######## xoodyak_io_sequencer ########
xoodyak_io_sequencer, placed cells, one color a class:
Fill, decap, tap and diode cells in gray.
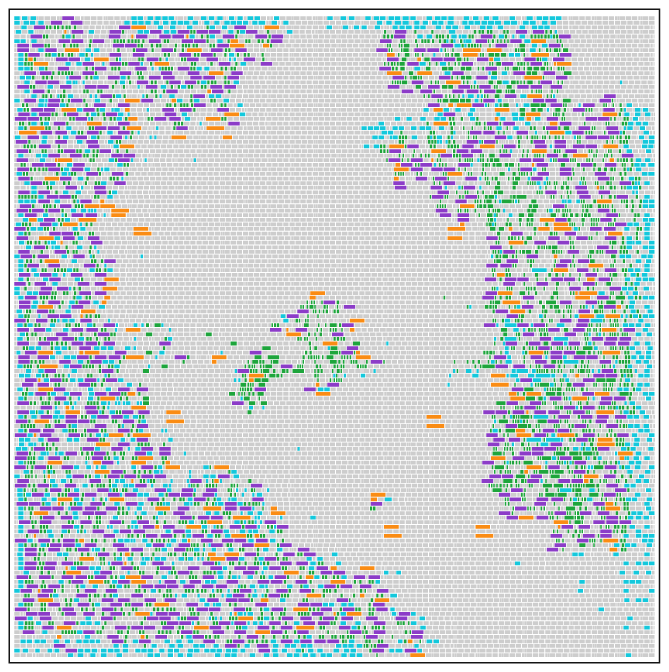

[src/rtl/xoodyak_pkg.sv]
// Shared types and constants for the Xoodyak word-serial I/O sequencer.
package xoodyak_pkg;

  typedef enum logic [1:0] {
    LOAD  = 2'd0,
    START = 2'd1,
    WAIT  = 2'd2,
    DRAIN = 2'd3
  } state_t;

  localparam int IN_WORDS  = 18;
  localparam int OUT_WORDS = 10;
  localparam int WORD_W    = 32;

  localparam int KEY_OFS   = 0;
  localparam int NONCE_OFS = 4;
  localparam int AD_OFS    = 8;
  localparam int TEXT_OFS  = 12;

  localparam int WCNT_W    = 5;
  localparam int OIDX_W    = 4;

endpackage

[src/rtl/xoodyak_word_unpacker.sv]
// Holds the 320-bit core result and presents it one 32-bit word at a time, MSB word first.
module xoodyak_word_unpacker
  import xoodyak_pkg::*;
(
  input  logic                        clk,
  input  logic                        rst_n,
  input  logic                        load_i,
  input  logic                        adv_i,
  input  logic                        valid_i,
  input  logic [OUT_WORDS*WORD_W-1:0] data_i,
  output logic [WORD_W-1:0]           out_data_o,
  output logic                        out_last_o
);

  logic [OUT_WORDS*WORD_W-1:0] res_q;
  logic [OIDX_W-1:0]           idx_q;
  logic [WORD_W-1:0]           word_w [OUT_WORDS];

  generate
    for (genvar gi = 0; gi < OUT_WORDS; gi++) begin : g_word
      assign word_w[gi] = res_q[(OUT_WORDS-gi)*WORD_W-1 -: WORD_W];
    end
  endgenerate

  always_ff @(posedge clk) begin
    if (!rst_n) begin
      res_q <= '0;
      idx_q <= '0;
    end else if (load_i) begin
      res_q <= data_i;
      idx_q <= '0;
    end else if (adv_i) begin
      idx_q <= (idx_q == OIDX_W'(OUT_WORDS-1)) ? '0 : idx_q + 1'b1;
    end
  end

  assign out_data_o = word_w[idx_q];
  assign out_last_o = valid_i && (idx_q == OIDX_W'(OUT_WORDS-1));

endmodule

[src/rtl/xoodyak_io_sequencer.sv]
// Loads 18 operand words for the Xoodyak core, starts it, waits for encdone
// (with timeout) and streams the 10 result words back out.
module xoodyak_io_sequencer
  import xoodyak_pkg::*;
#(
  parameter int TIMEOUT_CYCLES = 64,
  parameter int CNT_W          = 7
) (
  input  logic         eph1,
  input  logic         reset,
  input  logic         in_valid,
  output logic         in_ready,
  input  logic [31:0]  in_data,
  input  logic         in_opmode,
  output logic         out_valid,
  input  logic         out_ready,
  output logic [31:0]  out_data,
  output logic         out_last,
  output logic         busy,
  output logic         err_timeout,
  output logic         core_start,
  output logic [127:0] core_key,
  output logic [127:0] core_nonce,
  output logic [127:0] core_assodata,
  output logic [191:0] core_textin,
  output logic         core_opmode,
  input  logic [191:0] core_textout,
  input  logic [127:0] core_authdata,
  input  logic         core_encdone
);

  state_t                          state_q;
  logic [WCNT_W-1:0]               wcnt_q;
  logic [CNT_W-1:0]                tcnt_q;
  logic [IN_WORDS-1:0][WORD_W-1:0] slot_q;
  logic                            opmode_q;
  logic                            in_ready_q;
  logic                            out_valid_q;
  logic                            core_start_q;
  logic                            err_q;

  logic accept_d;
  logic capture_d;
  logic adv_d;
  logic out_last_w;

  assign accept_d  = in_valid && in_ready_q && (state_q == LOAD);
  assign capture_d = (state_q == WAIT) && core_encdone;
  assign adv_d     = (state_q == DRAIN) && out_valid_q && out_ready;

  // Operand fields are views onto the word slots, first-loaded word in the MSBs.
  generate
    for (genvar gi = 0; gi < 4; gi++) begin : g_quad
      assign core_key[127-32*gi -: 32]      = slot_q[KEY_OFS+gi];
      assign core_nonce[127-32*gi -: 32]    = slot_q[NONCE_OFS+gi];
      assign core_assodata[127-32*gi -: 32] = slot_q[AD_OFS+gi];
    end
    for (genvar gi = 0; gi < 6; gi++) begin : g_text
      assign core_textin[191-32*gi -: 32]   = slot_q[TEXT_OFS+gi];
    end
  endgenerate

  always_ff @(posedge eph1) begin
    if (!reset) begin
      state_q      <= LOAD;
      wcnt_q       <= '0;
      tcnt_q       <= '0;
      slot_q       <= '0;
      opmode_q     <= 1'b0;
      in_ready_q   <= 1'b0;
      out_valid_q  <= 1'b0;
      core_start_q <= 1'b0;
      err_q        <= 1'b0;
    end else begin
      core_start_q <= 1'b0;
      unique case (state_q)
        LOAD: begin
          in_ready_q <= 1'b1;
          if (accept_d) begin
            slot_q[wcnt_q] <= in_data;
            if (wcnt_q == '0) begin
              opmode_q <= in_opmode;
              err_q    <= 1'b0;
            end
            if (wcnt_q == WCNT_W'(IN_WORDS-1)) begin
              wcnt_q       <= '0;
              state_q      <= START;
              in_ready_q   <= 1'b0;
              core_start_q <= 1'b1;
              tcnt_q       <= '0;
            end else begin
              wcnt_q <= wcnt_q + 1'b1;
            end
          end
        end
        // The timeout counter measures cycles since core_start, so START counts as cycle 0.
        START: begin
          tcnt_q  <= tcnt_q + 1'b1;
          state_q <= WAIT;
        end
        WAIT: begin
          if (core_encdone) begin
            state_q     <= DRAIN;
            out_valid_q <= 1'b1;
          end else if (tcnt_q == CNT_W'(TIMEOUT_CYCLES-1)) begin
            err_q      <= 1'b1;
            state_q    <= LOAD;
            in_ready_q <= 1'b1;
          end else begin
            tcnt_q <= tcnt_q + 1'b1;
          end
        end
        DRAIN: begin
          if (out_ready && out_last_w) begin
            out_valid_q <= 1'b0;
            state_q     <= LOAD;
            in_ready_q  <= 1'b1;
          end
        end
        default: state_q <= LOAD;
      endcase
    end
  end

  xoodyak_word_unpacker u_unpack (
    .clk        (eph1),
    .rst_n      (reset),
    .load_i     (capture_d),
    .adv_i      (adv_d),
    .valid_i    (out_valid_q),
    .data_i     ({core_textout, core_authdata}),
    .out_data_o (out_data),
    .out_last_o (out_last_w)
  );

  assign in_ready    = in_ready_q;
  assign out_valid   = out_valid_q;
  assign out_last    = out_last_w;
  assign core_start  = core_start_q;
  assign core_opmode = opmode_q;
  assign err_timeout = err_q;
  assign busy        = (state_q != LOAD) || (wcnt_q != '0);

endmodule

[config.mk]
export PLATFORM = sky130hd
export DESIGN_NAME = xoodyak_io_sequencer
export DESIGN_NICKNAME = d
export VERILOG_FILES = /design/src/rtl/xoodyak_pkg.sv /design/src/rtl/xoodyak_word_unpacker.sv /design/src/rtl/xoodyak_io_sequencer.sv
export SDC_FILE = /design/constraint.sdc
export NUM_CORES = 2
export LEC_CHECK = 0
export ABC_AREA = 1
export CAP_MARGIN = 20
export CORE_AREA = 2 2 383 385
export CTS_CLUSTER_DIAMETER = 40
export DETAILED_ROUTE_END_ITERATION = 12
export DIE_AREA = 0 0 385 387
export GPL_TIMING_DRIVEN = 0
export SLEW_MARGIN = 20
export SYNTH_ARGS = -nofsm -noshare
export SYNTH_HDL_FRONTEND = slang
export SYNTH_SLANG_ARGS = --single-unit
[constraint.sdc]
create_clock -name eph1 -period 2.75 [get_ports eph1]
set_clock_uncertainty 0.05 [all_clocks]
set_input_delay 0.55 -clock eph1 [delete_from_list [all_inputs] [get_ports eph1]]
set_output_delay 0.55 -clock eph1 [all_outputs]
set_load 0.05 [all_outputs]
######## cla_serial_add_ctrl ########
===== src/rtl/cla_serial_add_ctrl.sv =====
// Nibble-serial adder controller: runs cla_4bit over WIDTH-bit operands, LSB nibble first.
// Optional subtract mode (port `sub`) is enabled by defining SEQ_ADD_SUB_EN.
module cla_4bit (
  input  logic [3:0] a,
  input  logic [3:0] b,
  input  logic       cin,
  output logic [3:0] sum,
  output logic       cout
);
  logic [3:0] g, p;
  logic [4:0] c;

  always_comb begin
    g    = a & b;
    p    = a ^ b;
    c[0] = cin;
    c[1] = g[0] | (p[0] & cin);
    c[2] = g[1] | (p[1] & g[0]) | (p[1] & p[0] & cin);
    c[3] = g[2] | (p[2] & g[1]) | (p[2] & p[1] & g[0]) | (p[2] & p[1] & p[0] & cin);
    c[4] = g[3] | (p[3] & g[2]) | (p[3] & p[2] & g[1]) | (p[3] & p[2] & p[1] & g[0])
         | (p[3] & p[2] & p[1] & p[0] & cin);
    sum  = p ^ c[3:0];
    cout = c[4];
  end
endmodule

module cla_serial_add_ctrl #(
  parameter int unsigned WIDTH = 16
) (
  input  logic             clk,
  input  logic             rst_n,
  input  logic             start,
  input  logic [WIDTH-1:0] A,
  input  logic [WIDTH-1:0] B,
  input  logic             Cin,
`ifdef SEQ_ADD_SUB_EN
  input  logic             sub,
`endif
  output logic             busy,
  output logic             done,
  output logic [WIDTH-1:0] Sum,
  output logic             Cout,
  output logic             Ovf
);
  localparam int unsigned N  = WIDTH / 4;
  localparam int unsigned CW = $clog2(N);
  localparam logic [CW-1:0] LAST = CW'(N - 1);

  typedef enum logic [1:0] {S_IDLE, S_RUN, S_DONE} state_t;
  state_t state_q, state_d;

  logic [WIDTH-1:0] a_sh, b_sh, res_sh;
  logic [CW-1:0]    cnt;
  logic             carry, a_msb, b_msb;
  logic             accept, last;
  logic [WIDTH-1:0] b_init;
  logic             c_init;

  logic [3:0] s1, s2;
  logic       c1, c2, carry_nxt;
  logic [WIDTH-1:0] res_nxt;

  // Subtraction folds into the captured operand: ~B with carry-in forced to 1
`ifdef SEQ_ADD_SUB_EN
  assign b_init = sub ? ~B : B;
  assign c_init = sub ? 1'b1 : Cin;
`else
  assign b_init = B;
  assign c_init = Cin;
`endif

  cla_4bit u_add_ab (.a(a_sh[3:0]), .b(b_sh[3:0]),       .cin(1'b0), .sum(s1), .cout(c1));
  cla_4bit u_add_c  (.a(s1),        .b({3'b000, carry}), .cin(1'b0), .sum(s2), .cout(c2));

  assign carry_nxt = c1 | c2;
  assign res_nxt   = {s2, res_sh[WIDTH-1:4]};

  always_comb begin
    state_d = state_q;
    busy    = 1'b0;
    done    = 1'b0;
    accept  = 1'b0;
    last    = 1'b0;
    case (state_q)
      S_IDLE: if (start) begin
        accept  = 1'b1;
        state_d = S_RUN;
      end
      S_RUN: begin
        busy = 1'b1;
        if (cnt == LAST) begin
          last    = 1'b1;
          state_d = S_DONE;
        end
      end
      S_DONE: begin
        done = 1'b1;
        if (start) begin
          accept  = 1'b1;
          state_d = S_RUN;
        end else begin
          state_d = S_IDLE;
        end
      end
      default: state_d = S_IDLE;
    endcase
  end

  always_ff @(posedge clk or negedge rst_n) begin
    if (!rst_n) begin
      state_q <= S_IDLE;
      a_sh    <= '0;
      b_sh    <= '0;
      res_sh  <= '0;
      cnt     <= '0;
      carry   <= 1'b0;
      a_msb   <= 1'b0;
      b_msb   <= 1'b0;
      Sum     <= '0;
      Cout    <= 1'b0;
      Ovf     <= 1'b0;
    end else begin
      state_q <= state_d;
      if (accept) begin
        a_sh  <= A;
        b_sh  <= b_init;
        carry <= c_init;
        cnt   <= '0;
        a_msb <= A[WIDTH-1];
        b_msb <= b_init[WIDTH-1];
      end else if (busy) begin
        a_sh   <= a_sh >> 4;
        b_sh   <= b_sh >> 4;
        res_sh <= res_nxt;
        carry  <= carry_nxt;
        cnt    <= cnt + CW'(1);
      end
      // Final nibble goes straight to the outputs; res_sh is one step behind here
      if (last) begin
        Sum  <= res_nxt;
        Cout <= carry_nxt;
        Ovf  <= (a_msb == b_msb) && (s2[3] != a_msb);
      end
    end
  end
endmodule


===== config.mk =====
export PLATFORM = sky130hd
export DESIGN_NAME = cla_serial_add_ctrl
export DESIGN_NICKNAME = d
export VERILOG_FILES = /design/src/rtl/cla_serial_add_ctrl.sv
export SDC_FILE = /design/constraint.sdc
export NUM_CORES = 1
export LEC_CHECK = 0
export CORE_UTILIZATION = 25
export DETAILED_ROUTE_END_ITERATION = 8
export GPL_TIMING_DRIVEN = 0
export PLACE_DENSITY = 0.47
export SLEW_MARGIN = 40
export SYNTH_ARGS = -nofsm -noshare
export SYNTH_HDL_FRONTEND = slang
export SYNTH_SLANG_ARGS = --single-unit

===== constraint.sdc =====
create_clock -name clk -period 4.2 [get_ports clk]
set_input_delay 0.84 -clock clk [delete_from_list [all_inputs] [get_ports clk]]
set_output_delay 0.84 -clock clk [all_outputs]
set_load 0.005 [all_outputs]

cla_serial_add_ctrl, placed cells, one color a class:
Fill, decap, tap and diode cells in gray.
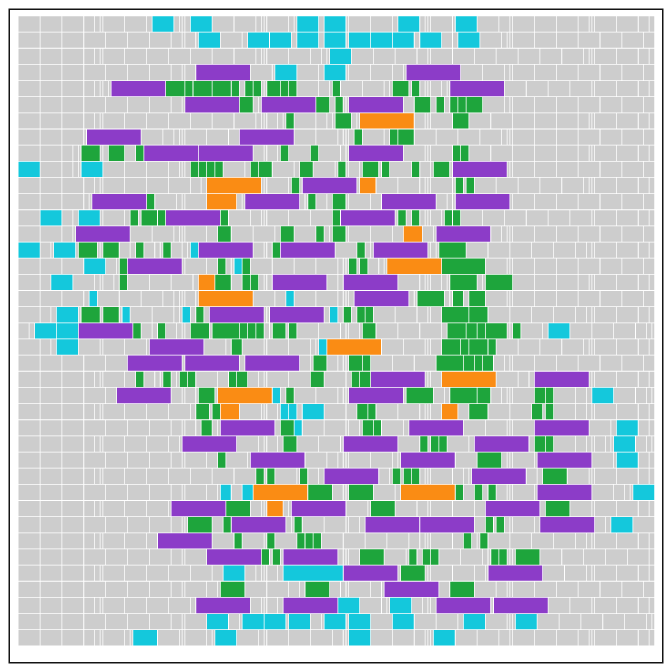
Key: purple = flops [cells 69, share of their area 46%]; orange = clock drivers and dummy loads [cells 16, share of their area 7.6%]; green = all other logic [cells 197, share of their area 30%]; cyan = other buffers and delay cells [cells 70, share of their area 17%]
register fraction of the total cell area: 43.7%
final cell utilization of the core: 34.7%

==> impl_metrics.toml, cla_serial_add_ctrl <==
# synthesis and place-and-route metrics
[sta]
worst_hold_slack_ns = 0.368
finalHoldViolCount = 0
final-max-slew-violation-count = 0
max_slew.worst_pin.slew_ns = 0.615
fin_crit_sh_pct = 68.7
achievable-frequency_ghz = 0.346

[drt]
drt_drc_violations_left = 0
routed.top_layer = "met4"
final_antenna_net_count = 0
wl_per_cell_microns = 14.1

[power_and_ir_drop]
power.switching_uw = 1220
pwr-share-seq_pct = 35.8
power.density_nw_per_um2 = 822
power.static_leakage_uw = 0.00180
clock_power_share_pct = 21.9

[grt]
met2_usage_pct = 19.8
first_global_vias = 2327
grtUsageTotal_pct = 13.0

[logic_synthesis]
synth_xor_xnor_area_share_pct = 0.904
post_synth_main_logic_family = "simple AND/OR/NAND/NOR gates"
ys_dominant_reg_cell = "sky130_fd_sc_hd__dfrtp_1"
netlist.top_cell.by_area = "sky130_fd_sc_hd__dfrtp_1"
post_synth_instance_area_sq_um = 2910
fa_ha_area_share_pct = 4.05
async_reset_ff_share_pct = 100

[status]
outcome = "complete, no violations"

[cells_and_area]
regArea_sq_um = 1730
finalNonFillerCells = 495
multi_input_comb_area_sq_um = 1110
most-common-layout-cells = "sky130_fd_sc_hd__nand2_1, sky130_fd_sc_hd__dfrtp_1, sky130_fd_sc_hd__clkdlybuf4s50_1, sky130_fd_sc_hd__nor2_1, sky130_fd_sc_hd__mux2_2"
top_regs = "Sum (16), a_sh (16), b_sh (16)"
fillers = 1159
post_synthesis_to_final_layout_area_growth_pct = 36.0

[setup_path]
crit_fanout = 10
reg2reg_slack_ns = 1.88

[placement]
placedInstanceArea_sq_um = 3660

[clocking]
tritoncts = "done"
cts_hold_buffers = 0
xoodyak_io_sequencer, wire density map:
The bar under the picture is 100 microns long. The die is cut into 38 by 39 equal tiles; dark blue is low, red is high, scaled to the fullest tile. Values are wire area over tile area, all layers added.
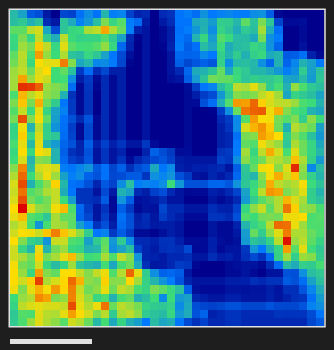
The densest ninth of the die: south-west. 9.0% of the tiles are nearly empty. The emptiest ninth of the die: center. The fullest tile reaches 0.68. The mean over all tiles is 0.23.
wire length after detailed routing: 194,000 microns
overall via count from detail_route: 36,100

Notes on 'placed cells, one color a class' of xoodyak_io_sequencer above:
Key: purple = flops [cells 919, share of their area 37%]; orange = clock drivers and dummy loads [cells 262, share of their area 10%]; green = all other logic [cells 2,869, share of their area 29%]; cyan = other buffers and delay cells [cells 1,361, share of their area 24%]
number of rows created at floorplan: 140
area of the placeable core: 145,000 sq um
register fraction of the total cell area: 35.1%

==> impl_metrics.toml, xoodyak_io_sequencer <==
# synthesis and place-and-route metrics
[die]
floorplan.core_util_pct = 23.1

[status]
violations_in_the_final_reports = "negative setup slack"
outcome = "finished with violations"

[clocking]
clkSinkCount = 919

[drt]
final_antenna_net_count = 0
routedLengthMet1_microns = 71000

[sta]
final_number_of_setup_violating_endpoints = 33
post-route-worst-setup-slack_ns = -0.502

[cells_and_area]
n_multi_input_combinational_cell = 2765

[setup_path]
startpoint_kind_of_the_worst_setup_timing_path = "flop"
critPathArrivalTime_ns = 2.65
critPathCaptureType = "primary output"

[logic_synthesis]
fa_ha_area_share_pct = 0.374
post_synth_inst_count = 4153

[grt]
grt_util_met1_pct = 27.3


==> layout pictures side by side <==
Clock wiring as the flow saved it.
panel A
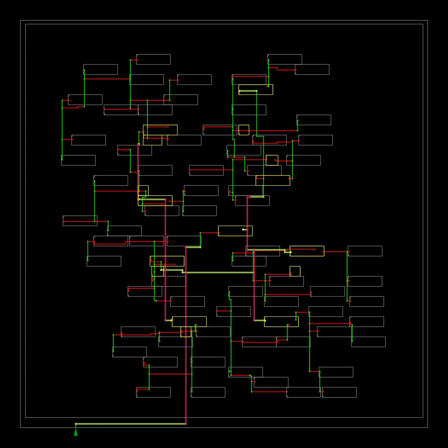
panel B
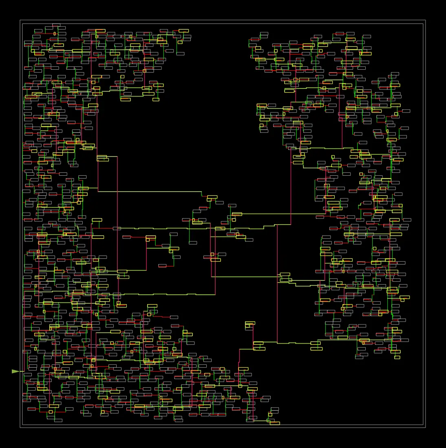
Panel B comes from xoodyak_io_sequencer.
Panel A comes from cla_serial_add_ctrl.

No activity file was given, so power comes from the tool's default toggle rates.
